######## tm1638_arbiter_flat ########
tm1638_arbiter_flat/congestion.png
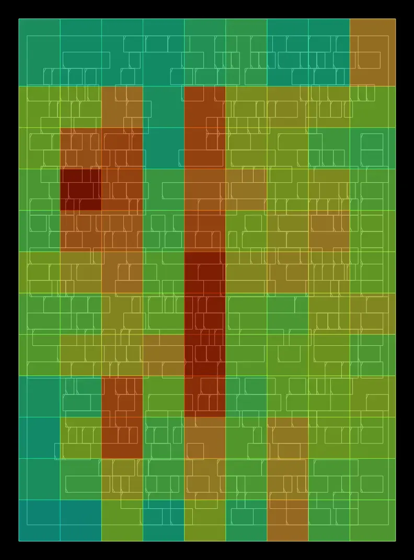

File: src/rtl/tm1638_pkg.sv
// rtl/tm1638_pkg.sv - shared op encodings, FSM states and strobe selects for the TM1638 arbiter
package tm1638_pkg;

    typedef enum logic [1:0] {
        OP_WR_SEG = 2'b00,
        OP_WR_LED = 2'b01,
        OP_RD_BTN = 2'b10,
        OP_RSVD   = 2'b11
    } op_e;

    typedef enum logic [1:0] {
        ST_IDLE  = 2'b00,
        ST_ISSUE = 2'b01,
        ST_WAIT  = 2'b10,
        ST_DONE  = 2'b11
    } state_e;

    // Strobe vector layout: {READ_BUTTON, WRITE_LED, WRITE_SEG}
    localparam logic [2:0] STB_NONE = 3'b000;
    localparam logic [2:0] STB_SEG  = 3'b001;
    localparam logic [2:0] STB_LED  = 3'b010;
    localparam logic [2:0] STB_BTN  = 3'b100;

    function automatic logic [2:0] op_to_strobe(input op_e op);
        case (op)
            OP_WR_SEG: return STB_SEG;
            OP_WR_LED: return STB_LED;
            OP_RD_BTN: return STB_BTN;
            default:   return STB_NONE;
        endcase
    endfunction

endpackage

File: src/rtl/tm1638_arbiter_if.sv
// rtl/tm1638_arbiter_if.sv - client request/ack bus plus TM1638 driver command port
interface tm1638_arbiter_if #(
    parameter int NUM_CLIENTS = 4
);
    logic [NUM_CLIENTS-1:0]   REQ;
    logic [2*NUM_CLIENTS-1:0] REQ_OP;
    logic [3*NUM_CLIENTS-1:0] REQ_INDEX;
    logic [4*NUM_CLIENTS-1:0] REQ_DATA;
    logic [NUM_CLIENTS-1:0]   ACK;
    logic [7:0]               RD_DATA;
    logic                     ERR;
    logic                     BUSY;
    logic                     READY;
    logic                     WRITE_SEG;
    logic                     WRITE_LED;
    logic                     READ_BUTTON;
    logic [2:0]               SEG_INDEX;
    logic [3:0]               SEG_DATA;
    logic [7:0]               BUTTONS;

    // Arbiter side
    modport slave (
        input  REQ, REQ_OP, REQ_INDEX, REQ_DATA, READY, BUTTONS,
        output ACK, RD_DATA, ERR, BUSY, WRITE_SEG, WRITE_LED, READ_BUTTON,
               SEG_INDEX, SEG_DATA
    );

    // Clients plus driver side
    modport master (
        output REQ, REQ_OP, REQ_INDEX, REQ_DATA, READY, BUTTONS,
        input  ACK, RD_DATA, ERR, BUSY, WRITE_SEG, WRITE_LED, READ_BUTTON,
               SEG_INDEX, SEG_DATA
    );
endinterface

File: src/rtl/tm1638_rr_pick.sv
// rtl/tm1638_rr_pick.sv - combinational round-robin picker: first requester after last_grant
module tm1638_rr_pick #(
    parameter int NUM_CLIENTS = 4,
    parameter int IDX_W       = $clog2(NUM_CLIENTS)
) (
    input  logic [NUM_CLIENTS-1:0] req_in,
    input  logic [IDX_W-1:0]       last_grant,
    output logic [IDX_W-1:0]       winner,
    output logic                   valid
);

    logic [IDX_W-1:0] idx;

    // Walk the ring starting one past the previous grant; first hit wins
    always_comb begin
        winner = last_grant;
        valid  = 1'b0;
        idx    = last_grant;
        for (int k = 0; k < NUM_CLIENTS; k++) begin
            idx = (idx == IDX_W'(NUM_CLIENTS - 1)) ? '0 : idx + 1'b1;
            if (!valid && req_in[idx]) begin
                valid  = 1'b1;
                winner = idx;
            end
        end
    end

endmodule

File: src/rtl/tm1638_arbiter.sv
// rtl/tm1638_arbiter.sv - round-robin sharing of one TM1638 driver port; TM1638_ARB_TIMEOUT_EN adds a watchdog
module tm1638_arbiter
    import tm1638_pkg::*;
#(
    parameter int NUM_CLIENTS    = 4,
    parameter int TIMEOUT_CYCLES = 65535
) (
    input  logic            CLK_IN,
    input  logic            RST_IN,
    tm1638_arbiter_if.slave bus
);

    localparam int               IDX_W      = $clog2(NUM_CLIENTS);
    localparam logic [IDX_W-1:0] LAST_RESET = IDX_W'(NUM_CLIENTS - 1);

    state_e                 state_q, state_d;
    logic [IDX_W-1:0]       last_grant_q, last_grant_d;
    logic [IDX_W-1:0]       winner_q, winner_d;
    op_e                    op_q, op_d;
    logic [2:0]             seg_index_q, seg_index_d;
    logic [3:0]             seg_data_q, seg_data_d;
    logic [2:0]             strobe_q, strobe_d;
    logic [NUM_CLIENTS-1:0] ack_q, ack_d;
    logic                   err_q, err_d;
    logic [7:0]             rd_data_q, rd_data_d;

    logic [IDX_W-1:0]       pick_idx;
    logic                   pick_valid;
    logic [1:0]             pick_op;
    logic [2:0]             pick_index;
    logic [3:0]             pick_data;
    logic                   timeout_hit;

    tm1638_rr_pick #(
        .NUM_CLIENTS (NUM_CLIENTS),
        .IDX_W       (IDX_W)
    ) u_pick (
        .req_in     (bus.REQ),
        .last_grant (last_grant_q),
        .winner     (pick_idx),
        .valid      (pick_valid)
    );

    function automatic logic [NUM_CLIENTS-1:0] idx_to_onehot(input logic [IDX_W-1:0] idx);
        logic [NUM_CLIENTS-1:0] v;
        v = '0;
        for (int i = 0; i < NUM_CLIENTS; i++) begin
            if (idx == IDX_W'(i)) begin
                v[i] = 1'b1;
            end
        end
        return v;
    endfunction

    // Route the winning client's op/index/data fields onto one set of wires
    always_comb begin
        pick_op    = 2'b00;
        pick_index = 3'd0;
        pick_data  = 4'd0;
        for (int i = 0; i < NUM_CLIENTS; i++) begin
            if (pick_idx == IDX_W'(i)) begin
                pick_op    = bus.REQ_OP[2*i +: 2];
                pick_index = bus.REQ_INDEX[3*i +: 3];
                pick_data  = bus.REQ_DATA[4*i +: 4];
            end
        end
    end

`ifdef TM1638_ARB_TIMEOUT_EN
    localparam int CNT_W = $clog2(TIMEOUT_CYCLES + 1);

    logic [CNT_W-1:0] tmo_cnt_q, tmo_cnt_d;

    // Watchdog restarts while idle and advances while the driver owns the transaction
    always_comb begin
        tmo_cnt_d = tmo_cnt_q;
        if (state_q == ST_ISSUE || state_q == ST_WAIT) begin
            tmo_cnt_d = tmo_cnt_q + 1'b1;
        end else begin
            tmo_cnt_d = '0;
        end
    end

    // Watchdog counter register
    always_ff @(posedge CLK_IN) begin
        if (!RST_IN) begin
            tmo_cnt_q <= '0;
        end else begin
            tmo_cnt_q <= tmo_cnt_d;
        end
    end

    assign timeout_hit = (state_q == ST_ISSUE || state_q == ST_WAIT) &&
                         (tmo_cnt_q == CNT_W'(TIMEOUT_CYCLES - 1));
`else
    assign timeout_hit = 1'b0;
`endif

    // Next-state and output logic for the grant / strobe / wait / ack sequence
    always_comb begin
        state_d      = state_q;
        last_grant_d = last_grant_q;
        winner_d     = winner_q;
        op_d         = op_q;
        seg_index_d  = seg_index_q;
        seg_data_d   = seg_data_q;
        strobe_d     = strobe_q;
        ack_d        = '0;
        err_d        = 1'b0;
        rd_data_d    = rd_data_q;

        unique case (state_q)
            ST_IDLE: begin
                if (pick_valid && bus.READY) begin
                    winner_d    = pick_idx;
                    op_d        = op_e'(pick_op);
                    seg_index_d = pick_index;
                    seg_data_d  = pick_data;
                    if (op_e'(pick_op) == OP_RSVD) begin
                        // Nothing to send: complete immediately with an error flag
                        ack_d   = idx_to_onehot(pick_idx);
                        err_d   = 1'b1;
                        state_d = ST_DONE;
                    end else begin
                        strobe_d = op_to_strobe(op_e'(pick_op));
                        state_d  = ST_ISSUE;
                    end
                end
            end

            ST_ISSUE: begin
                if (timeout_hit) begin
                    strobe_d     = STB_NONE;
                    ack_d        = idx_to_onehot(winner_q);
                    err_d        = 1'b1;
                    last_grant_d = winner_q;
                    state_d      = ST_IDLE;
                end else if (!bus.READY) begin
                    // Driver has accepted the command
                    strobe_d = STB_NONE;
                    state_d  = ST_WAIT;
                end
            end

            ST_WAIT: begin
                // A finished driver wins over a watchdog expiring on the same cycle
                if (bus.READY) begin
                    ack_d   = idx_to_onehot(winner_q);
                    state_d = ST_DONE;
                    if (op_q == OP_RD_BTN) begin
                        rd_data_d = bus.BUTTONS;
                    end
                end else if (timeout_hit) begin
                    ack_d        = idx_to_onehot(winner_q);
                    err_d        = 1'b1;
                    last_grant_d = winner_q;
                    state_d      = ST_IDLE;
                end
            end

            ST_DONE: begin
                last_grant_d = winner_q;
                state_d      = ST_IDLE;
            end

            default: begin
                state_d = ST_IDLE;
            end
        endcase
    end

    // State and output registers; reset aborts any transaction without an ACK
    always_ff @(posedge CLK_IN) begin
        if (!RST_IN) begin
            state_q      <= ST_IDLE;
            last_grant_q <= LAST_RESET;
            winner_q     <= '0;
            op_q         <= OP_WR_SEG;
            seg_index_q  <= '0;
            seg_data_q   <= '0;
            strobe_q     <= STB_NONE;
            ack_q        <= '0;
            err_q        <= 1'b0;
            rd_data_q    <= '0;
        end else begin
            state_q      <= state_d;
            last_grant_q <= last_grant_d;
            winner_q     <= winner_d;
            op_q         <= op_d;
            seg_index_q  <= seg_index_d;
            seg_data_q   <= seg_data_d;
            strobe_q     <= strobe_d;
            ack_q        <= ack_d;
            err_q        <= err_d;
            rd_data_q    <= rd_data_d;
        end
    end

    assign bus.WRITE_SEG   = strobe_q[0];
    assign bus.WRITE_LED   = strobe_q[1];
    assign bus.READ_BUTTON = strobe_q[2];
    assign bus.SEG_INDEX   = seg_index_q;
    assign bus.SEG_DATA    = seg_data_q;
    assign bus.ACK         = ack_q;
    assign bus.ERR         = err_q;
    assign bus.RD_DATA     = rd_data_q;
    assign bus.BUSY        = (state_q != ST_IDLE);

endmodule

File: src/flat_wrapper.sv
// flat-port wrapper written by rule: the top's interface ports become plain ports
module tm1638_arbiter_flat import tm1638_pkg::*;
#(
    parameter int NUM_CLIENTS    = 4,
    parameter int TIMEOUT_CYCLES = 65535
)
  (CLK_IN, RST_IN, bus_REQ, bus_REQ_OP, bus_REQ_INDEX, bus_REQ_DATA, bus_READY, bus_BUTTONS, bus_ACK, bus_RD_DATA, bus_ERR, bus_BUSY, bus_WRITE_SEG, bus_WRITE_LED, bus_READ_BUTTON, bus_SEG_INDEX, bus_SEG_DATA);
  tm1638_arbiter_if #(.NUM_CLIENTS(NUM_CLIENTS)) bus_i ();
  input  logic CLK_IN;
  input  logic RST_IN;
  input wire logic [$bits(bus_i.REQ)-1:0] bus_REQ;
  input wire logic [$bits(bus_i.REQ_OP)-1:0] bus_REQ_OP;
  input wire logic [$bits(bus_i.REQ_INDEX)-1:0] bus_REQ_INDEX;
  input wire logic [$bits(bus_i.REQ_DATA)-1:0] bus_REQ_DATA;
  input wire logic [$bits(bus_i.READY)-1:0] bus_READY;
  input wire logic [$bits(bus_i.BUTTONS)-1:0] bus_BUTTONS;
  output wire logic [$bits(bus_i.ACK)-1:0] bus_ACK;
  output wire logic [$bits(bus_i.RD_DATA)-1:0] bus_RD_DATA;
  output wire logic [$bits(bus_i.ERR)-1:0] bus_ERR;
  output wire logic [$bits(bus_i.BUSY)-1:0] bus_BUSY;
  output wire logic [$bits(bus_i.WRITE_SEG)-1:0] bus_WRITE_SEG;
  output wire logic [$bits(bus_i.WRITE_LED)-1:0] bus_WRITE_LED;
  output wire logic [$bits(bus_i.READ_BUTTON)-1:0] bus_READ_BUTTON;
  output wire logic [$bits(bus_i.SEG_INDEX)-1:0] bus_SEG_INDEX;
  output wire logic [$bits(bus_i.SEG_DATA)-1:0] bus_SEG_DATA;
  assign bus_i.REQ = bus_REQ;
  assign bus_i.REQ_OP = bus_REQ_OP;
  assign bus_i.REQ_INDEX = bus_REQ_INDEX;
  assign bus_i.REQ_DATA = bus_REQ_DATA;
  assign bus_i.READY = bus_READY;
  assign bus_i.BUTTONS = bus_BUTTONS;
  assign bus_ACK = bus_i.ACK;
  assign bus_RD_DATA = bus_i.RD_DATA;
  assign bus_ERR = bus_i.ERR;
  assign bus_BUSY = bus_i.BUSY;
  assign bus_WRITE_SEG = bus_i.WRITE_SEG;
  assign bus_WRITE_LED = bus_i.WRITE_LED;
  assign bus_READ_BUTTON = bus_i.READ_BUTTON;
  assign bus_SEG_INDEX = bus_i.SEG_INDEX;
  assign bus_SEG_DATA = bus_i.SEG_DATA;
  tm1638_arbiter #(.NUM_CLIENTS(NUM_CLIENTS), .TIMEOUT_CYCLES(TIMEOUT_CYCLES)) u_core (.CLK_IN(CLK_IN), .RST_IN(RST_IN), .bus(bus_i));
endmodule
File: config.mk
export PLATFORM = sky130hd
export DESIGN_NAME = tm1638_arbiter_flat
export DESIGN_NICKNAME = d
export VERILOG_FILES = /design/src/rtl/tm1638_pkg.sv /design/src/rtl/tm1638_arbiter_if.sv /design/src/rtl/tm1638_rr_pick.sv /design/src/rtl/tm1638_arbiter.sv /design/src/flat_wrapper.sv
export SDC_FILE = /design/constraint.sdc
export NUM_CORES = 1
export LEC_CHECK = 0
export CAP_MARGIN = 20
export CORE_ASPECT_RATIO = 1.4
export CORE_UTILIZATION = 40
export CTS_CLUSTER_SIZE = 10
export DETAILED_ROUTE_END_ITERATION = 10
export PLACE_DENSITY_LB_ADDON = 0.05
export SLEW_MARGIN = 20
export SYNTH_ARGS = -nofsm -noshare
export SYNTH_HDL_FRONTEND = slang
export SYNTH_SLANG_ARGS = --single-unit
File: constraint.sdc
create_clock -name CLK_IN -period 3.6 [get_ports CLK_IN]
set_clock_uncertainty 0.05 [all_clocks]
set_input_delay 0.54 -clock CLK_IN [delete_from_list [all_inputs] [get_ports CLK_IN]]
set_output_delay 0.54 -clock CLK_IN [all_outputs]
set_load 0.02 [all_outputs]
######## bsg_chip_link_reset_sequencer ########
$ cat src/rtl/bsg_chip_link_reset_sequencer.sv
// bsg_chip_link_reset_sequencer
//
// Brings the chip's bsg_link channels out of reset in a fixed order. On an
// accepted start, every upstream, downstream and core reset bit is asserted
// for one phase. Each enabled link is then released in turn: upstream first,
// then downstream, then core. Every phase lasts delay+1 cycles. Links are
// handled from the lowest index upward, and disabled links are skipped with
// no cycles spent on them.
//
// Configuration macro:
//   BSG_CHIP_LINK_RESET_SEQ_PARALLEL_EN  When defined, all enabled links are
//                                        released together in a single
//                                        UP/DS/CORE pass.
//
// Ports:
//   clk_i         core clock
//   reset_i       synchronous, active-high reset
//   start_i       start request; honoured only when idle or done
//   link_en_i     links to bring up, captured on an accepted start
//   delay_i       phase delay (phase = delay_i+1 cycles), captured on start
//   busy_o        sequence in progress
//   done_o        level, high once a sequence has completed
//   up_reset_o    per-link upstream (io) reset
//   ds_reset_o    per-link downstream reset
//   core_reset_o  per-link core-side reset
//
// state    | meaning
// ---------+-----------------------------------------------------------
// IDLE     | after reset, waiting for start; all resets asserted
// ASSERT   | all resets asserted for one phase
// UP_REL   | upstream reset of current link(s) released
// DS_REL   | downstream reset of current link(s) released
// CORE_REL | core reset of current link(s) released
// DONE     | sequence complete; released bits stay released

module bsg_chip_link_reset_sequencer #(
    parameter int num_links_p   = 18,
    parameter int delay_width_p = 8
) (
    input  logic                     clk_i,
    input  logic                     reset_i,
    input  logic                     start_i,
    input  logic [num_links_p-1:0]   link_en_i,
    input  logic [delay_width_p-1:0] delay_i,
    output logic                     busy_o,
    output logic                     done_o,
    output logic [num_links_p-1:0]   up_reset_o,
    output logic [num_links_p-1:0]   ds_reset_o,
    output logic [num_links_p-1:0]   core_reset_o
);

    localparam logic [num_links_p-1:0]   all_ones_lp = '1;
    localparam logic [num_links_p-1:0]   lsb_lp      = num_links_p'(1);
    localparam logic [delay_width_p-1:0] cnt_one_lp  = delay_width_p'(1);

    typedef enum logic [2:0] {
        e_idle,
        e_assert,
        e_up_rel,
        e_ds_rel,
        e_core_rel,
        e_done
    } state_e;

    state_e                   state_r, state_n;
    logic [num_links_p-1:0]   mask_r, mask_n;
    logic [num_links_p-1:0]   cur_r, cur_n;
    logic [num_links_p-1:0]   up_r, up_n;
    logic [num_links_p-1:0]   ds_r, ds_n;
    logic [num_links_p-1:0]   core_r, core_n;
    logic [delay_width_p-1:0] dly_r, dly_n;
    logic [delay_width_p-1:0] cnt_r, cnt_n;
    logic                     busy_r, busy_n;
    logic                     done_r, done_n;

    logic                     phase_end;
    logic [num_links_p-1:0]   mask_rest;
    logic [num_links_p-1:0]   first_sel;
    logic [num_links_p-1:0]   next_sel;

    assign phase_end = (cnt_r == '0);
    assign mask_rest = mask_r & ~cur_r;

`ifdef BSG_CHIP_LINK_RESET_SEQ_PARALLEL_EN
    // Every enabled link forms one group, so nothing is left after CORE_REL.
    assign first_sel = mask_r;
    assign next_sel  = '0;
`else
    // x & -x isolates the lowest set bit, which is the next link to bring up.
    assign first_sel = mask_r & (~mask_r + lsb_lp);
    assign next_sel  = mask_rest & (~mask_rest + lsb_lp);
`endif

    always_comb begin
        state_n = state_r;
        mask_n  = mask_r;
        cur_n   = cur_r;
        up_n    = up_r;
        ds_n    = ds_r;
        core_n  = core_r;
        dly_n   = dly_r;
        cnt_n   = cnt_r;
        busy_n  = busy_r;
        done_n  = done_r;

        unique case (state_r)
            e_idle, e_done: begin
                if (start_i) begin
                    state_n = e_assert;
                    mask_n  = link_en_i;
                    cur_n   = '0;
                    dly_n   = delay_i;
                    // dly_r is not loaded yet, so take the count from the input.
                    cnt_n   = delay_i;
                    up_n    = all_ones_lp;
                    ds_n    = all_ones_lp;
                    core_n  = all_ones_lp;
                    busy_n  = 1'b1;
                    done_n  = 1'b0;
                end
            end

            e_assert: begin
                if (phase_end) begin
                    cnt_n = dly_r;
                    if (mask_r == '0) begin
                        state_n = e_done;
                        busy_n  = 1'b0;
                        done_n  = 1'b1;
                    end else begin
                        state_n = e_up_rel;
                        cur_n   = first_sel;
                        up_n    = up_r & ~first_sel;
                    end
                end else begin
                    cnt_n = cnt_r - cnt_one_lp;
                end
            end

            e_up_rel: begin
                if (phase_end) begin
                    cnt_n   = dly_r;
                    state_n = e_ds_rel;
                    ds_n    = ds_r & ~cur_r;
                end else begin
                    cnt_n = cnt_r - cnt_one_lp;
                end
            end

            e_ds_rel: begin
                if (phase_end) begin
                    cnt_n   = dly_r;
                    state_n = e_core_rel;
                    core_n  = core_r & ~cur_r;
                end else begin
                    cnt_n = cnt_r - cnt_one_lp;
                end
            end

            e_core_rel: begin
                if (phase_end) begin
                    cnt_n  = dly_r;
                    mask_n = mask_rest;
                    if (next_sel != '0) begin
                        state_n = e_up_rel;
                        cur_n   = next_sel;
                        up_n    = up_r & ~next_sel;
                    end else begin
                        state_n = e_done;
                        cur_n   = '0;
                        busy_n  = 1'b0;
                        done_n  = 1'b1;
                    end
                end else begin
                    cnt_n = cnt_r - cnt_one_lp;
                end
            end

            default: begin
                state_n = e_idle;
                busy_n  = 1'b0;
                done_n  = 1'b0;
            end
        endcase
    end

    always_ff @(posedge clk_i) begin
        if (reset_i) begin
            state_r <= e_idle;
            mask_r  <= '0;
            cur_r   <= '0;
            up_r    <= all_ones_lp;
            ds_r    <= all_ones_lp;
            core_r  <= all_ones_lp;
            dly_r   <= '0;
            cnt_r   <= '0;
            busy_r  <= 1'b0;
            done_r  <= 1'b0;
        end else begin
            state_r <= state_n;
            mask_r  <= mask_n;
            cur_r   <= cur_n;
            up_r    <= up_n;
            ds_r    <= ds_n;
            core_r  <= core_n;
            dly_r   <= dly_n;
            cnt_r   <= cnt_n;
            busy_r  <= busy_n;
            done_r  <= done_n;
        end
    end

    assign busy_o       = busy_r;
    assign done_o       = done_r;
    assign up_reset_o   = up_r;
    assign ds_reset_o   = ds_r;
    assign core_reset_o = core_r;

endmodule
$ cat config.mk
export PLATFORM = sky130hd
export DESIGN_NAME = bsg_chip_link_reset_sequencer
export DESIGN_NICKNAME = d
export VERILOG_FILES = /design/src/rtl/bsg_chip_link_reset_sequencer.sv
export SDC_FILE = /design/constraint.sdc
export NUM_CORES = 1
export LEC_CHECK = 0
export ABC_AREA = 1
export CORE_ASPECT_RATIO = 0.7
export CORE_MARGIN = 3
export CORE_UTILIZATION = 54
export CTS_CLUSTER_DIAMETER = 80
export DETAILED_ROUTE_END_ITERATION = 12
export GPL_ROUTABILITY_DRIVEN = 0
export HOLD_SLACK_MARGIN = 0.15
export PLACE_DENSITY = 0.91
export SLEW_MARGIN = 20
export SYNTH_ARGS = -nofsm -noshare
export SYNTH_HDL_FRONTEND = slang
export SYNTH_SLANG_ARGS = --single-unit
export TNS_END_PERCENT = 1
$ cat constraint.sdc
create_clock -name clk_i -period 2.21 [get_ports clk_i]
set_input_delay 0.442 -clock clk_i [delete_from_list [all_inputs] [get_ports clk_i]]
set_output_delay 0.442 -clock clk_i [all_outputs]
set_load 0.01 [all_outputs]
######## bus_rr_xbar ########
===== src/rtl/bus_pkg.sv =====
// Shared types and widths for the round-robin bus interconnect.
package bus_pkg;

  function automatic int idx_w(input int n);
    return (n > 1) ? $clog2(n) : 1;
  endfunction

  // Index fields are sized for the largest supported configuration (8 hosts, 16 devices).
  localparam int HOST_IDX_W = idx_w(8);
  localparam int DEV_IDX_W  = idx_w(16);

  localparam logic [DEV_IDX_W-1:0] DEV_NONE = '1;

  typedef struct packed {
    logic                  vld;
    logic [HOST_IDX_W-1:0] host_idx;
    logic [DEV_IDX_W-1:0]  dev_idx;
    logic                  miss;
  } rsp_t;

endpackage


===== src/rtl/bus_rr_arbiter.sv =====
// Combinational round-robin arbiter: first requester at or after the pointer wins.
module bus_rr_arbiter
  import bus_pkg::*;
#(
  parameter int NR_HOSTS = 2
) (
  input  logic [NR_HOSTS-1:0]   i_req,
  input  logic [HOST_IDX_W-1:0] i_ptr,
  output logic [NR_HOSTS-1:0]   o_gnt,
  output logic                  o_vld,
  output logic [HOST_IDX_W-1:0] o_idx,
  output logic [HOST_IDX_W-1:0] o_nxt_ptr
);

  always_comb begin
    o_gnt     = '0;
    o_vld     = 1'b0;
    o_idx     = '0;
    o_nxt_ptr = i_ptr;
    for (int o = 0; o < NR_HOSTS; o++) begin
      for (int k = 0; k < NR_HOSTS; k++) begin
        if (!o_vld && i_req[k] && (((int'(i_ptr) + o) % NR_HOSTS) == k)) begin
          o_vld     = 1'b1;
          o_gnt[k]  = 1'b1;
          o_idx     = HOST_IDX_W'(k);
          o_nxt_ptr = HOST_IDX_W'((k + 1) % NR_HOSTS);
        end
      end
    end
  end

endmodule


===== src/rtl/bus_rr_xbar.sv =====
// N-host to M-device single-outstanding bus interconnect with base/mask decode.
// Optional feature macro: BUS_ERR_EN (report no-match accesses on host_err_o).
module bus_rr_xbar
  import bus_pkg::*;
#(
  parameter int NR_HOSTS   = 2,
  parameter int NR_DEVICES = 5,
  parameter int ADDR_WIDTH = 32,
  parameter int DATA_WIDTH = 32
) (
  input  logic                             clk_i,
  input  logic                             rst_ni,
  input  logic [NR_HOSTS-1:0]              host_req_i,
  output logic [NR_HOSTS-1:0]              host_gnt_o,
  input  logic [NR_HOSTS*ADDR_WIDTH-1:0]   host_addr_i,
  input  logic [NR_HOSTS-1:0]              host_we_i,
  input  logic [NR_HOSTS*DATA_WIDTH-1:0]   host_wdata_i,
  output logic [NR_HOSTS-1:0]              host_rvalid_o,
  output logic [NR_HOSTS*DATA_WIDTH-1:0]   host_rdata_o,
  output logic [NR_HOSTS-1:0]              host_err_o,
  output logic [NR_DEVICES-1:0]            dev_req_o,
  output logic [ADDR_WIDTH-1:0]            dev_addr_o,
  output logic                             dev_we_o,
  output logic [DATA_WIDTH-1:0]            dev_wdata_o,
  input  logic [NR_DEVICES*DATA_WIDTH-1:0] dev_rdata_i,
  input  logic [NR_DEVICES*ADDR_WIDTH-1:0] cfg_dev_base_i,
  input  logic [NR_DEVICES*ADDR_WIDTH-1:0] cfg_dev_mask_i
);

  logic [HOST_IDX_W-1:0] r_ptr;
  rsp_t                  r_rsp;

  logic [NR_HOSTS-1:0]   w_req;
  logic [NR_HOSTS-1:0]   w_gnt;
  logic                  w_gnt_vld;
  logic [HOST_IDX_W-1:0] w_gnt_idx;
  logic [HOST_IDX_W-1:0] w_nxt_ptr;
  logic                  w_hit;
  logic [DEV_IDX_W-1:0]  w_dev_idx;
  logic [DATA_WIDTH-1:0] w_rdata;

  // Requests are masked while reset is held so no grant escapes combinationally.
  assign w_req = host_req_i & {NR_HOSTS{rst_ni}};

  bus_rr_arbiter #(
    .NR_HOSTS (NR_HOSTS)
  ) u_arb (
    .i_req     (w_req),
    .i_ptr     (r_ptr),
    .o_gnt     (w_gnt),
    .o_vld     (w_gnt_vld),
    .o_idx     (w_gnt_idx),
    .o_nxt_ptr (w_nxt_ptr)
  );

  assign host_gnt_o = w_gnt;

  always_comb begin
    dev_addr_o  = '0;
    dev_we_o    = 1'b0;
    dev_wdata_o = '0;
    for (int k = 0; k < NR_HOSTS; k++) begin
      if (w_gnt[k]) begin
        dev_addr_o  = host_addr_i[k*ADDR_WIDTH +: ADDR_WIDTH];
        dev_we_o    = host_we_i[k];
        dev_wdata_o = host_wdata_i[k*DATA_WIDTH +: DATA_WIDTH];
      end
    end
  end

  // Descending scan so the lowest matching window has the final say.
  always_comb begin
    w_hit     = 1'b0;
    w_dev_idx = DEV_NONE;
    for (int d = NR_DEVICES - 1; d >= 0; d--) begin
      if ((dev_addr_o & cfg_dev_mask_i[d*ADDR_WIDTH +: ADDR_WIDTH]) ==
          cfg_dev_base_i[d*ADDR_WIDTH +: ADDR_WIDTH]) begin
        w_hit     = 1'b1;
        w_dev_idx = DEV_IDX_W'(d);
      end
    end
  end

  always_comb begin
    dev_req_o = '0;
    for (int d = 0; d < NR_DEVICES; d++) begin
      dev_req_o[d] = w_gnt_vld && w_hit && (w_dev_idx == DEV_IDX_W'(d));
    end
  end

  always_ff @(posedge clk_i or negedge rst_ni) begin
    if (!rst_ni) begin
      r_ptr <= '0;
      r_rsp <= '{vld: 1'b0, host_idx: '0, dev_idx: DEV_NONE, miss: 1'b0};
    end else begin
      if (w_gnt_vld) begin
        r_ptr <= w_nxt_ptr;
      end
      r_rsp.vld      <= w_gnt_vld;
      r_rsp.host_idx <= w_gnt_idx;
      r_rsp.dev_idx  <= w_hit ? w_dev_idx : DEV_NONE;
      r_rsp.miss     <= w_gnt_vld && !w_hit;
    end
  end

  always_comb begin
    w_rdata = '0;
    for (int d = 0; d < NR_DEVICES; d++) begin
      if (!r_rsp.miss && (r_rsp.dev_idx == DEV_IDX_W'(d))) begin
        w_rdata = dev_rdata_i[d*DATA_WIDTH +: DATA_WIDTH];
      end
    end
  end

  always_comb begin
    host_rvalid_o = '0;
    host_rdata_o  = '0;
    host_err_o    = '0;
    for (int k = 0; k < NR_HOSTS; k++) begin
      if (r_rsp.vld && (r_rsp.host_idx == HOST_IDX_W'(k))) begin
        host_rvalid_o[k]                      = 1'b1;
        host_rdata_o[k*DATA_WIDTH +: DATA_WIDTH] = w_rdata;
`ifdef BUS_ERR_EN
        host_err_o[k]                         = r_rsp.miss;
`else
        host_err_o[k]                         = 1'b0;
`endif
      end
    end
  end

endmodule


===== config.mk =====
export PLATFORM = sky130hd
export DESIGN_NAME = bus_rr_xbar
export DESIGN_NICKNAME = d
export VERILOG_FILES = /design/src/rtl/bus_pkg.sv /design/src/rtl/bus_rr_arbiter.sv /design/src/rtl/bus_rr_xbar.sv
export SDC_FILE = /design/constraint.sdc
export NUM_CORES = 1
export LEC_CHECK = 0
export ABC_CLOCK_PERIOD_IN_PS = 3200
export CORE_AREA = 2 2 297 299
export DETAILED_ROUTE_END_ITERATION = 12
export DIE_AREA = 0 0 299 301
export SLEW_MARGIN = 10
export SYNTH_ARGS = -nofsm -noshare
export SYNTH_HDL_FRONTEND = slang
export SYNTH_SLANG_ARGS = --single-unit

===== constraint.sdc =====
create_clock -name clk_i -period 3.2 [get_ports clk_i]
set_clock_uncertainty 0.15 [all_clocks]
set_input_delay 0.32 -clock clk_i [delete_from_list [all_inputs] [get_ports clk_i]]
set_output_delay 0.32 -clock clk_i [all_outputs]
set_load 0.005 [all_outputs]

######## ex_ma_latch ########
===== config.mk =====
export PLATFORM = sky130hd
export DESIGN_NAME = ex_ma_latch
export DESIGN_NICKNAME = d
export VERILOG_FILES = /design/src/rtl/simple_risc_pkg.sv /design/src/rtl/ex_ma_slot.sv /design/src/rtl/ex_ma_latch.sv
export SDC_FILE = /design/constraint.sdc
export NUM_CORES = 1
export LEC_CHECK = 0
export ABC_AREA = 0
export CORE_MARGIN = 8
export CORE_UTILIZATION = 28
export CTS_CLUSTER_SIZE = 20
export DETAILED_ROUTE_END_ITERATION = 10
export PLACE_DENSITY = 0.56
export SYNTH_ARGS = -nofsm -noshare
export SYNTH_HDL_FRONTEND = slang
export SYNTH_SLANG_ARGS = --single-unit

===== constraint.sdc =====
create_clock -name clk -period 1.5 [get_ports clk]
set_input_delay 0.225 -clock clk [delete_from_list [all_inputs] [get_ports clk]]
set_output_delay 0.225 -clock clk [all_outputs]
set_load 0.01 [all_outputs]

===== src/rtl/simple_risc_pkg.sv =====
// simple_risc_pkg: shared widths, control bit map, rd field position and the EX->MA bundle type.
package simple_risc_pkg;
  localparam int DEF_DATA_W = 32;
  localparam int DEF_CTRL_W = 8;
  localparam int CTRL_ISLD  = 0;
  localparam int CTRL_ISST  = 1;
  localparam int CTRL_ISWB  = 2;
  localparam int CTRL_ISCALL = 3;
  localparam int CTRL_ISRET = 4;
  localparam int CTRL_ISMUL = 5;
  localparam int CTRL_ISBEQ = 6;
  localparam int CTRL_ISUBR = 7;
  localparam int RD_HI = 25;
  localparam int RD_LO = 22;
  typedef struct packed {
    logic [DEF_DATA_W-1:0] pc;
    logic [DEF_DATA_W-1:0] alu_result;
    logic [DEF_DATA_W-1:0] op2;
    logic [DEF_DATA_W-1:0] instr;
    logic [DEF_CTRL_W-1:0] ctrl;
  } ex_ma_bundle_t;
endpackage


===== src/rtl/ex_ma_slot.sv =====
// ex_ma_slot: one valid bit plus payload; payload only moves on load so idle slots stay quiet.
module ex_ma_slot #(
  parameter int W = 8
) (
  input  logic         clk,
  input  logic         rst,
  input  logic         i_load,
  input  logic         i_clear,
  input  logic [W-1:0] i_d,
  output logic         o_valid,
  output logic [W-1:0] o_q
);
  always_ff @(posedge clk) begin
    if (rst) begin
      o_valid <= 1'b0;
      o_q     <= '0;
    end else if (i_load) begin
      o_valid <= 1'b1;
      o_q     <= i_d;
    end else if (i_clear) begin
      o_valid <= 1'b0;
    end
  end
endmodule


===== src/rtl/ex_ma_latch.sv =====
// ex_ma_latch: EX->MA pipeline register with 2-entry skid so exReady is a pure flop.
// EX_MA_FWD_EN adds the fwdValid/fwdRd/fwdData bypass outputs.
module ex_ma_latch
  import simple_risc_pkg::*;
#(
  parameter int DATA_W = DEF_DATA_W,
  parameter int CTRL_W = DEF_CTRL_W
) (
  input  logic              clk,
  input  logic              reset,
  input  logic              exValid,
  output logic              exReady,
  input  logic [DATA_W-1:0] exPc,
  input  logic [DATA_W-1:0] exAluResult,
  input  logic [DATA_W-1:0] exOp2,
  input  logic [DATA_W-1:0] exInstr,
  input  logic [CTRL_W-1:0] exCtrl,
  input  logic              flush,
  output logic              maValid,
  input  logic              maReady,
  output logic [DATA_W-1:0] maPc,
  output logic [DATA_W-1:0] maAluResult,
  output logic [DATA_W-1:0] maOp2,
  output logic [DATA_W-1:0] maInstr,
`ifdef EX_MA_FWD_EN
  output logic [CTRL_W-1:0] maCtrl,
  output logic              fwdValid,
  output logic [3:0]        fwdRd,
  output logic [DATA_W-1:0] fwdData
`else
  output logic [CTRL_W-1:0] maCtrl
`endif
);
  localparam int BW = 4 * DATA_W + CTRL_W;
  logic          r_ex_ready;
  logic          w_main_v, w_skid_v, w_accept, w_pop, w_from_skid;
  logic          w_main_load, w_main_clr, w_skid_load, w_skid_clr, w_skid_v_nxt;
  logic [BW-1:0] w_ex_d, w_main_d, w_main_q, w_skid_q;
  assign w_ex_d      = {exPc, exAluResult, exOp2, exInstr, exCtrl};
  assign w_accept    = exValid && r_ex_ready;
  assign w_pop       = w_main_v && maReady;
  assign w_from_skid = w_pop && w_skid_v;
  // accept lands in main when main is free or draining with nothing queued behind it
  assign w_main_load = !flush && ((w_accept && (!w_main_v || (w_pop && !w_skid_v))) || w_from_skid);
  assign w_main_clr  = flush || (w_pop && !w_skid_v);
  assign w_skid_load = !flush && w_accept && w_main_v && !w_pop;
  assign w_skid_clr  = flush || w_from_skid;
  assign w_skid_v_nxt = w_skid_load || (w_skid_v && !w_skid_clr);
  assign w_main_d    = w_from_skid ? w_skid_q : w_ex_d;
  always_ff @(posedge clk) begin
    if (reset) r_ex_ready <= 1'b1;
    else r_ex_ready <= !w_skid_v_nxt;
  end
  ex_ma_slot #(.W(BW)) u_main (
    .clk(clk), .rst(reset), .i_load(w_main_load), .i_clear(w_main_clr),
    .i_d(w_main_d), .o_valid(w_main_v), .o_q(w_main_q)
  );
  ex_ma_slot #(.W(BW)) u_skid (
    .clk(clk), .rst(reset), .i_load(w_skid_load), .i_clear(w_skid_clr),
    .i_d(w_ex_d), .o_valid(w_skid_v), .o_q(w_skid_q)
  );
  assign exReady = r_ex_ready;
  assign maValid = w_main_v;
  assign {maPc, maAluResult, maOp2, maInstr, maCtrl} = w_main_q;
`ifdef EX_MA_FWD_EN
  assign fwdValid = w_main_v && maCtrl[CTRL_ISWB] && !maCtrl[CTRL_ISLD];
  assign fwdRd    = maInstr[RD_HI:RD_LO];
  assign fwdData  = maAluResult;
`endif
endmodule


ex_ma_latch/wires.png
Drawn at 2 px/um.
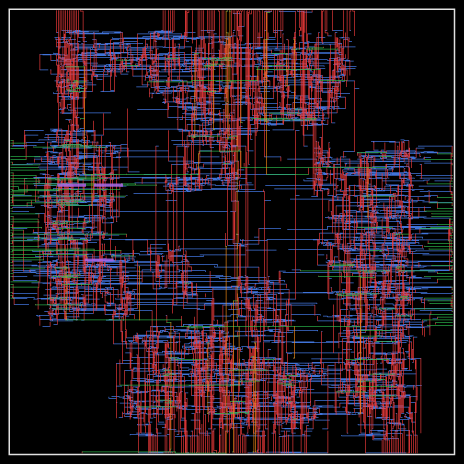
color	layer	wire length
purple	metal 5	38.6 um
green	metal 3	2850 um
red	metal 2	21.1 mm
orange	metal 4	1180 um
blue	metal 1	19400 um

==> impl_summary.log, ex_ma_latch <==
[flow] collecting metrics
INFO  metric mostFrequentLayoutCell = sky130_fd_sc_hd__dfxtp_1
INFO  metric synth_cells = 1271
INFO  metric cts_resized = 156
INFO  metric first_global_vias = 10900
INFO  metric synthMuxAreaShare = 11.5%
INFO  metric synth_area_per_cell = 9.34 um2
INFO  metric wl_met2 = 21100 um
INFO  metric first_iter_violations = 780
INFO  metric tightest_hold_check_type = in2reg
INFO  metric fillers = 4148
INFO  metric outcome = complete, but fails checks
INFO  metric violations = negative setup slack
INFO  metric worst_clock_skew = 0.00754 ns
INFO  metric fin_ws = -0.00441 ns
INFO  metric ys_cells = 1271
INFO  metric synth_top_area_share = 46.4%
INFO  metric period_needed = 1.50 ns
INFO  metric synth.top_cells.by_count = 275 x sky130_fd_sc_hd__dfxtp_1, 138 x sky130_fd_sc_hd__nand3_1, 137 x sky130_fd_sc_hd__a21oi_1
INFO  metric slew-limit-headroom = 69.8%
INFO  metric worstSetupPathType = reg2reg
INFO  metric setup_viol_count_final = 3
INFO  metric grt_overflow = 0
INFO  metric totalWireLength = 44600 um
INFO  metric core.rowCount = 75
INFO  metric layout-drive-gt1-share = 16.2%
INFO  metric fin_tns_setup = -0.00765 ns
INFO  metric cell_taking_the_most_area_after_synthesis = sky130_fd_sc_hd__dfxtp_1
INFO  metric grt.met1_usage = 21.0%
INFO  metric drt_drc_violations_left = 0
INFO  metric num_io_pins = 279
[ex_ma_latch: area by class of cell]
cell class / instances / area share (%)
antenna: 7 / 0.103
clock buffer: 50 / 5.67
timing repair buffer: 369 / 23.2
multi-input combinational: 829 / 34.3
inverter: 2 / 0.0734
tap: 539 / 3.95
clock inverter: 6 / 0.396
sequential: 275 / 32.3
[ex_ma_latch: state kept, by name, summed over array words and instances, names as in the netlist]
signal          count
u_main.o_q        136
exReady             1
u_main.o_valid      1
u_skid.o_valid      1
u_skid.o_q        136
[ex_ma_latch: worst paths after layout]
| check | from | end | slack (ns) | depth (start not counted) |
|---|---|---|---|---|
| worst max-delay path | u_main.o_valid | u_main.o_q[19] | -0.004 | 5 |
| worst min register to register | u_skid.o_q[40] | u_skid.o_q[40] | 0.47 | 2 |
| worst max register to register | u_main.o_valid | u_main.o_q[19] | -0.004 | 5 |
| worst min-delay path | reset | u_skid.o_q[21] | 0.06 | 2 |
[ex_ma_latch: power breakdown]
group	switching (uW)	internal (uW)
combinational	1350	1200
sequential	179	7590
clock	3110	4550
total	4640	13300
[ex_ma_latch: kinds of logic after synthesis]
logic type / after synthesis
flops: 275
compound gates: 549
buf+inv: 167
simple gates: 144
mux: 136
bus_rr_xbar/clk_routes.png
Drawn at 1 px/um.
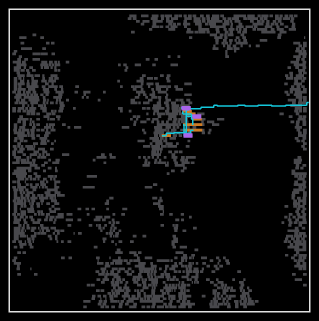
[cyan] clock wires | length: 255 um
[purple] clock drivers | count: 3
[orange] flip-flops | count: 8
routed clock nets	4

==> impl_summary.log, bus_rr_xbar <==
[flow] collecting metrics
INFO  metric syn-cell-area = 7150 um2
INFO  metric placed_cell_area = 17500 um2
INFO  metric final-hold-violation-count = 0
INFO  metric critical_path_depth = 15
INFO  metric core.rowCount = 108
INFO  metric fin_ws = -0.694 ns
INFO  metric grt.met2_usage = 32.0%
INFO  metric die_height = 301 um
INFO  metric setup_viol_count_final = 10
INFO  metric outcome = complete, but fails checks
INFO  metric grt_use_total = 17.7%
INFO  metric violations = negative setup slack
INFO  metric cts_setup_buffers = 20
INFO  metric fin_tns_setup = -3.92 ns
INFO  metric layout_top_cells = 738 x sky130_fd_sc_hd__clkdlybuf4s50_1, 187 x sky130_fd_sc_hd__buf_4, 108 x sky130_fd_sc_hd__nand4_1
## bus_rr_xbar: cell type report
cell class,instances,area [um2],share of cell area (%)
inverters,42,158,0.842
clock buffers,4,78.8,0.421
multi-input cells,841,7060,37.7
diodes,12,30.0,0.160
well taps,1155,1450,7.72
flip-flops and latches,8,205,1.10
repair buffers,988,9740,52.0
## bus_rr_xbar: flip-flops by register name (all words and copies together), names as in the netlist
name,count
r_ptr,1
r_rsp,7
## bus_rr_xbar: synth_stat cells, drive strengths merged, types with 13 or more instances
master  number
a21o        40
a22o        66
a31oi       39
a32oi       13
and2        73
and3        53
and4        50
buf         41
clkbuf      53
inv         41
mux4        32
nand3       57
nand4      108
nor2        30
nor3        17
nor4        28
o211ai      18
o21ai       20
o22ai       13
o31ai       22
or2         15
or4         13
xnor2       28
## bus_rr_xbar: logic make-up (layout without fill, tap and decap cells)
family | count (synthesis) | count (layout)
AOI/OAI and AO/OA | 298 | 298
xor gates and xnor gates | 32 | 32
buffers and inverters | 136 | 1034
DFF | 8 | 8
muxes | 33 | 33
other | 1 | 14
and+or+nand+nor | 475 | 476
bsg_chip_link_reset_sequencer/wires.png
Drawn at 4 px/um.
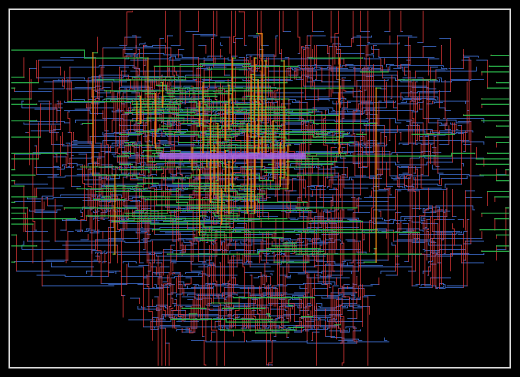
color	layer	wire length
purple	metal 5	35.0 um
orange	metal 4	581 um
green	metal 3	2340 um
blue	metal 1	6460 um
red	metal 2	6670 um

==> impl_summary.log, bsg_chip_link_reset_sequencer <==
[flow] collecting metrics
INFO  metric irDropWorstVdd = 0.682 mV
INFO  metric yosys-top-cells-area = sky130_fd_sc_hd__dfxtp_1 42%, sky130_fd_sc_hd__nand2_1 14%, sky130_fd_sc_hd__o21ai_0 9.1%
INFO  metric antenna_found_initial = 0
INFO  metric syn2layout_area_growth = 24.0%
INFO  metric numPlacedInstances = 949
INFO  metric hold_path_end = up_reset_o[7]
INFO  metric slew-limit-headroom = 53.0%
INFO  metric critical_path.reg2reg.endpoint = up_reset_o[9]
INFO  metric outcome = finished clean
INFO  metric worst_clock_skew = 0.0136 ns
INFO  metric num_io_pins = 85
INFO  metric totalPowerFinal = 8600 uW
INFO  metric cts_htree_levels = 3
INFO  metric chip_area = 11100 um2
INFO  metric layout_top_cells = 199 x sky130_fd_sc_hd__nand2_1, 111 x sky130_fd_sc_hd__dfxtp_1, 96 x sky130_fd_sc_hd__o21ai_0
INFO  metric cell_taking_the_most_area_after_synthesis = sky130_fd_sc_hd__dfxtp_1
INFO  metric worstPathArrival = 2.33 ns
INFO  metric totalWireLength = 16100 um
INFO  metric grt_use_total = 28.4%
INFO  metric synth_top_area_share = 41.6%
INFO  metric cp_slowest_cell = sky130_fd_sc_hd__dfxtp_1
INFO  metric inv_count = 73
INFO  metric tightest_slew = 0.705 ns
## bsg_chip_link_reset_sequencer: metal layers
| layer | GRT usage [%] | vias up | wire length, um |
|---|---|---|---|
| li1 | - | 2655 | - |
| met1 | 37.2 | 2548 | 6460 |
| met2 | 44.6 | 398 | 6670 |
| met3 | 9.37 | 83 | 2340 |
| met4 | 10.7 | 2 | 580 |
| met5 | 0 | - | 34 |
## bsg_chip_link_reset_sequencer: power by group
group / leakage [uW] / internal, uW / switching, uW
clock: 0.000156 / 908 / 798
combinational: 0.00168 / 1300 / 2860
sequential: 0.000907 / 2370 / 358
total: 0.00274 / 4580 / 4010
## bsg_chip_link_reset_sequencer: what timing repair did
item / in CTS / in global routing
endpoints found under the hold margin: 0 / 0
endpoints found under the setup margin: 0 / 20
setup buffers: 0 / 1
hold buffers: 0 / 0
resized: 0 / 5
## bsg_chip_link_reset_sequencer: cell families (layout without fill, tap and decap cells)
group	Yosys count	in the layout	synth area share, %
simple gates	357	357	29.2
compound gates	179	179	19.1
flops	111	111	41.6
buf+inv	106	190	9.13
xor+xnor	3	3	0.492
fa+ha+maj	2	2	0.468
tm1638_arbiter_flat/power_grid.png
Drawn at 6 px/um. Pins as bars on the die edge. Tap cells in gray.
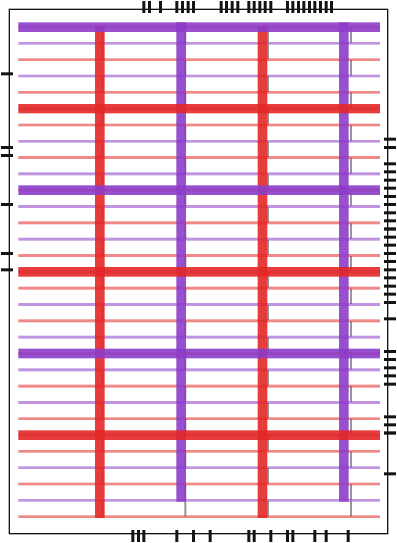
color	net
purple	VDD
red	VSS
met4 straps	4
signal pins	75
rows	30
met5 straps	6

About tm1638_arbiter_flat/congestion.png:
total routing usage reported by global routing: 20.1%
share of the core filled with cells: 60.9%
average detailed-routed wire length per instance: 12.9 um
global-route track usage on met2: 36.1%
met1 capacity usage during global routing: 23.5%

==> impl_summary.log, tm1638_arbiter_flat <==
[flow] collecting metrics
INFO  metric irDropWorstVdd = 0.382 mV
INFO  metric drt-pass1-iter-count = 5
INFO  metric power.leakage = 0.00117 uW
INFO  metric layout-drive-gt1-share = 11.6%
INFO  metric cts.root.buffer_cell = sky130_fd_sc_hd__clkbuf_8
INFO  metric die_width = 62.8 um
INFO  metric max-clock-path-buffers = 2
INFO  metric synth-area-yosys = 2070 um2
INFO  metric insertion_delay = 0.28 ns
INFO  metric timing.critical_path.to = u_core.bus.ACK[3]
INFO  metric cp.buffers_inverters = 2
INFO  metric netSwitchingFraction = 39.7%
INFO  metric num_io_pins = 75
INFO  metric area_used_by_sequential_logic_in_the_layout = 621 um2
INFO  metric crit_path_start = bus_REQ[1]
INFO  metric outcome = finished clean
INFO  metric clk_pin_slew = 0.07 ns
INFO  metric powerComb = 925 uW
INFO  metric timing.hold.worst.start = u_core.strobe_q[0]
INFO  metric largest_reg_flops = 8
INFO  metric postRouteAntennaNets = 0
INFO  metric tightest_hold_check_type = reg2reg
INFO  metric detailed_place_hpwl = 3960 um
INFO  metric synth_cells = 269
INFO  metric fillers = 452
INFO  metric synth.top_cells.by_count = 51 x sky130_fd_sc_hd__nand2_1, 33 x sky130_fd_sc_hd__nor2_1, 31 x sky130_fd_sc_hd__dfxtp_1, 20 x sky130_fd_sc_hd__o21ai_0, 19 x sky130_fd_sc_hd__nand3_1
INFO  metric syn-num-nets = 325
INFO  metric synth-main-ff-cell = sky130_fd_sc_hd__dfxtp_1
INFO  metric layout_top_cells = 74 x sky130_fd_sc_hd__clkdlybuf4s50_1, 51 x sky130_fd_sc_hd__nand2_1, 33 x sky130_fd_sc_hd__nor2_1
-- tm1638_arbiter_flat: cells by family (layout without fill, tap and decap cells) --
group	Yosys count	in the layout	synth area share, %
DFF	31	31	30.0
and+or+nand+nor	134	134	31.8
buffers and inverters	28	104	6.52
adders and majority gates	5	5	3.02
muxes	6	6	3.56
AOI/OAI and AO/OA	65	65	25.2
-- tm1638_arbiter_flat: final cells by class --
type / count / share of cell area [%]
clock inverter: 3 / 1.46
timing repair buffer: 85 / 27.5
inverter: 11 / 1.38
clock buffer: 5 / 2.30
multi-input combinational: 210 / 44.0
tap: 64 / 2.67
sequential: 31 / 20.7
-- tm1638_arbiter_flat: per-stage QoR --
step | worst slack, ns | std cells
6_report | 0.459 | 409
4_1_cts | 0.472 | 409
3_3_place_gp | 0.222 | 401
2_1_floorplan | 0.761 | 269
3_5_place_dp | 0.196 | 401
5_1_grt | 0.280 | 409
-- tm1638_arbiter_flat: per-layer routing --
layer / GRT usage [%] / part of all wire [%] / vias to the layer above
met3: 3.80 / 4.6 / 16
li1: - / - / 1098
met5: 0 / 0 / -
met1: 23.5 / 43 / 949
met4: 7.61 / 2.2 / 0
met2: 36.1 / 51 / 68


==> notes/layouts.md <==
Pictures saved along the way, in no particular order.

Congestion heat map.
Plate I
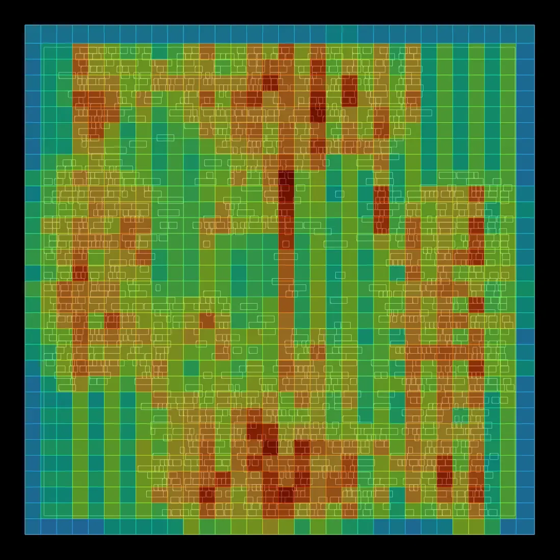
Plate II
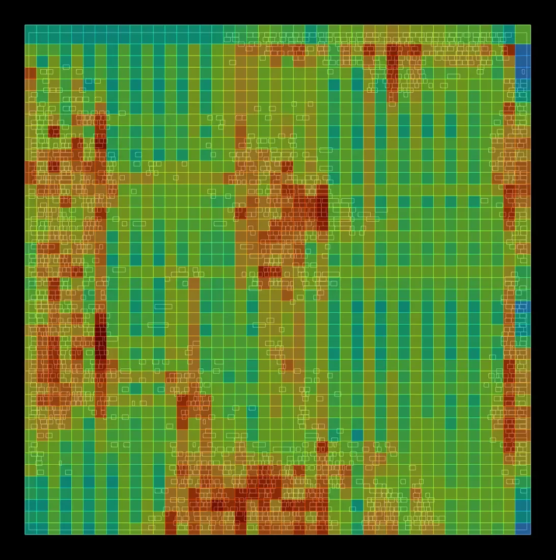
Plate III
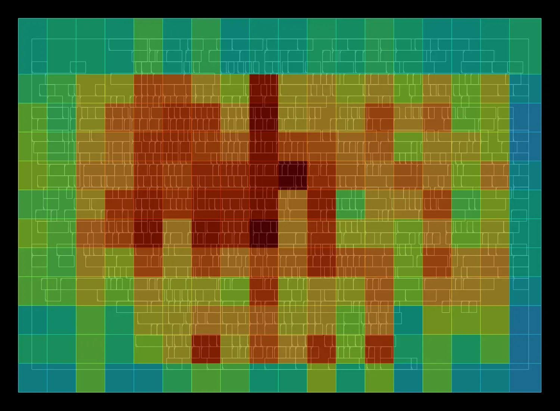
Of these, highest track usage: Plate III
bsg_chip_link_reset_sequencer -> Plate III
ex_ma_latch -> Plate I
bus_rr_xbar -> Plate II


## Gallery

Clock network drawn from the DEF.
(a)
Drawn at 4 px/um.
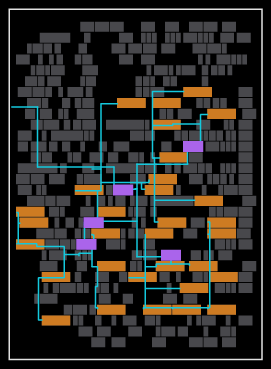
(b)
Drawn at 3 px/um.
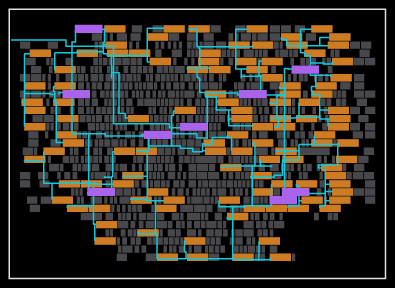
(c)
Drawn at 1.5 px/um.
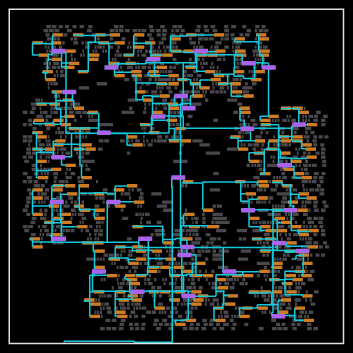
(a) comes from tm1638_arbiter_flat.
(c) comes from ex_ma_latch.
(b) comes from bsg_chip_link_reset_sequencer.
Of these, smallest die: (a)
Of these, largest die: (c)

Key to (a):
[orange] flip-flops | count: 31
[purple] clock drivers | count: 5
[cyan] clock wires | length: 412 um
routed clock nets	6

Power is estimated from default activity; no workload was simulated.
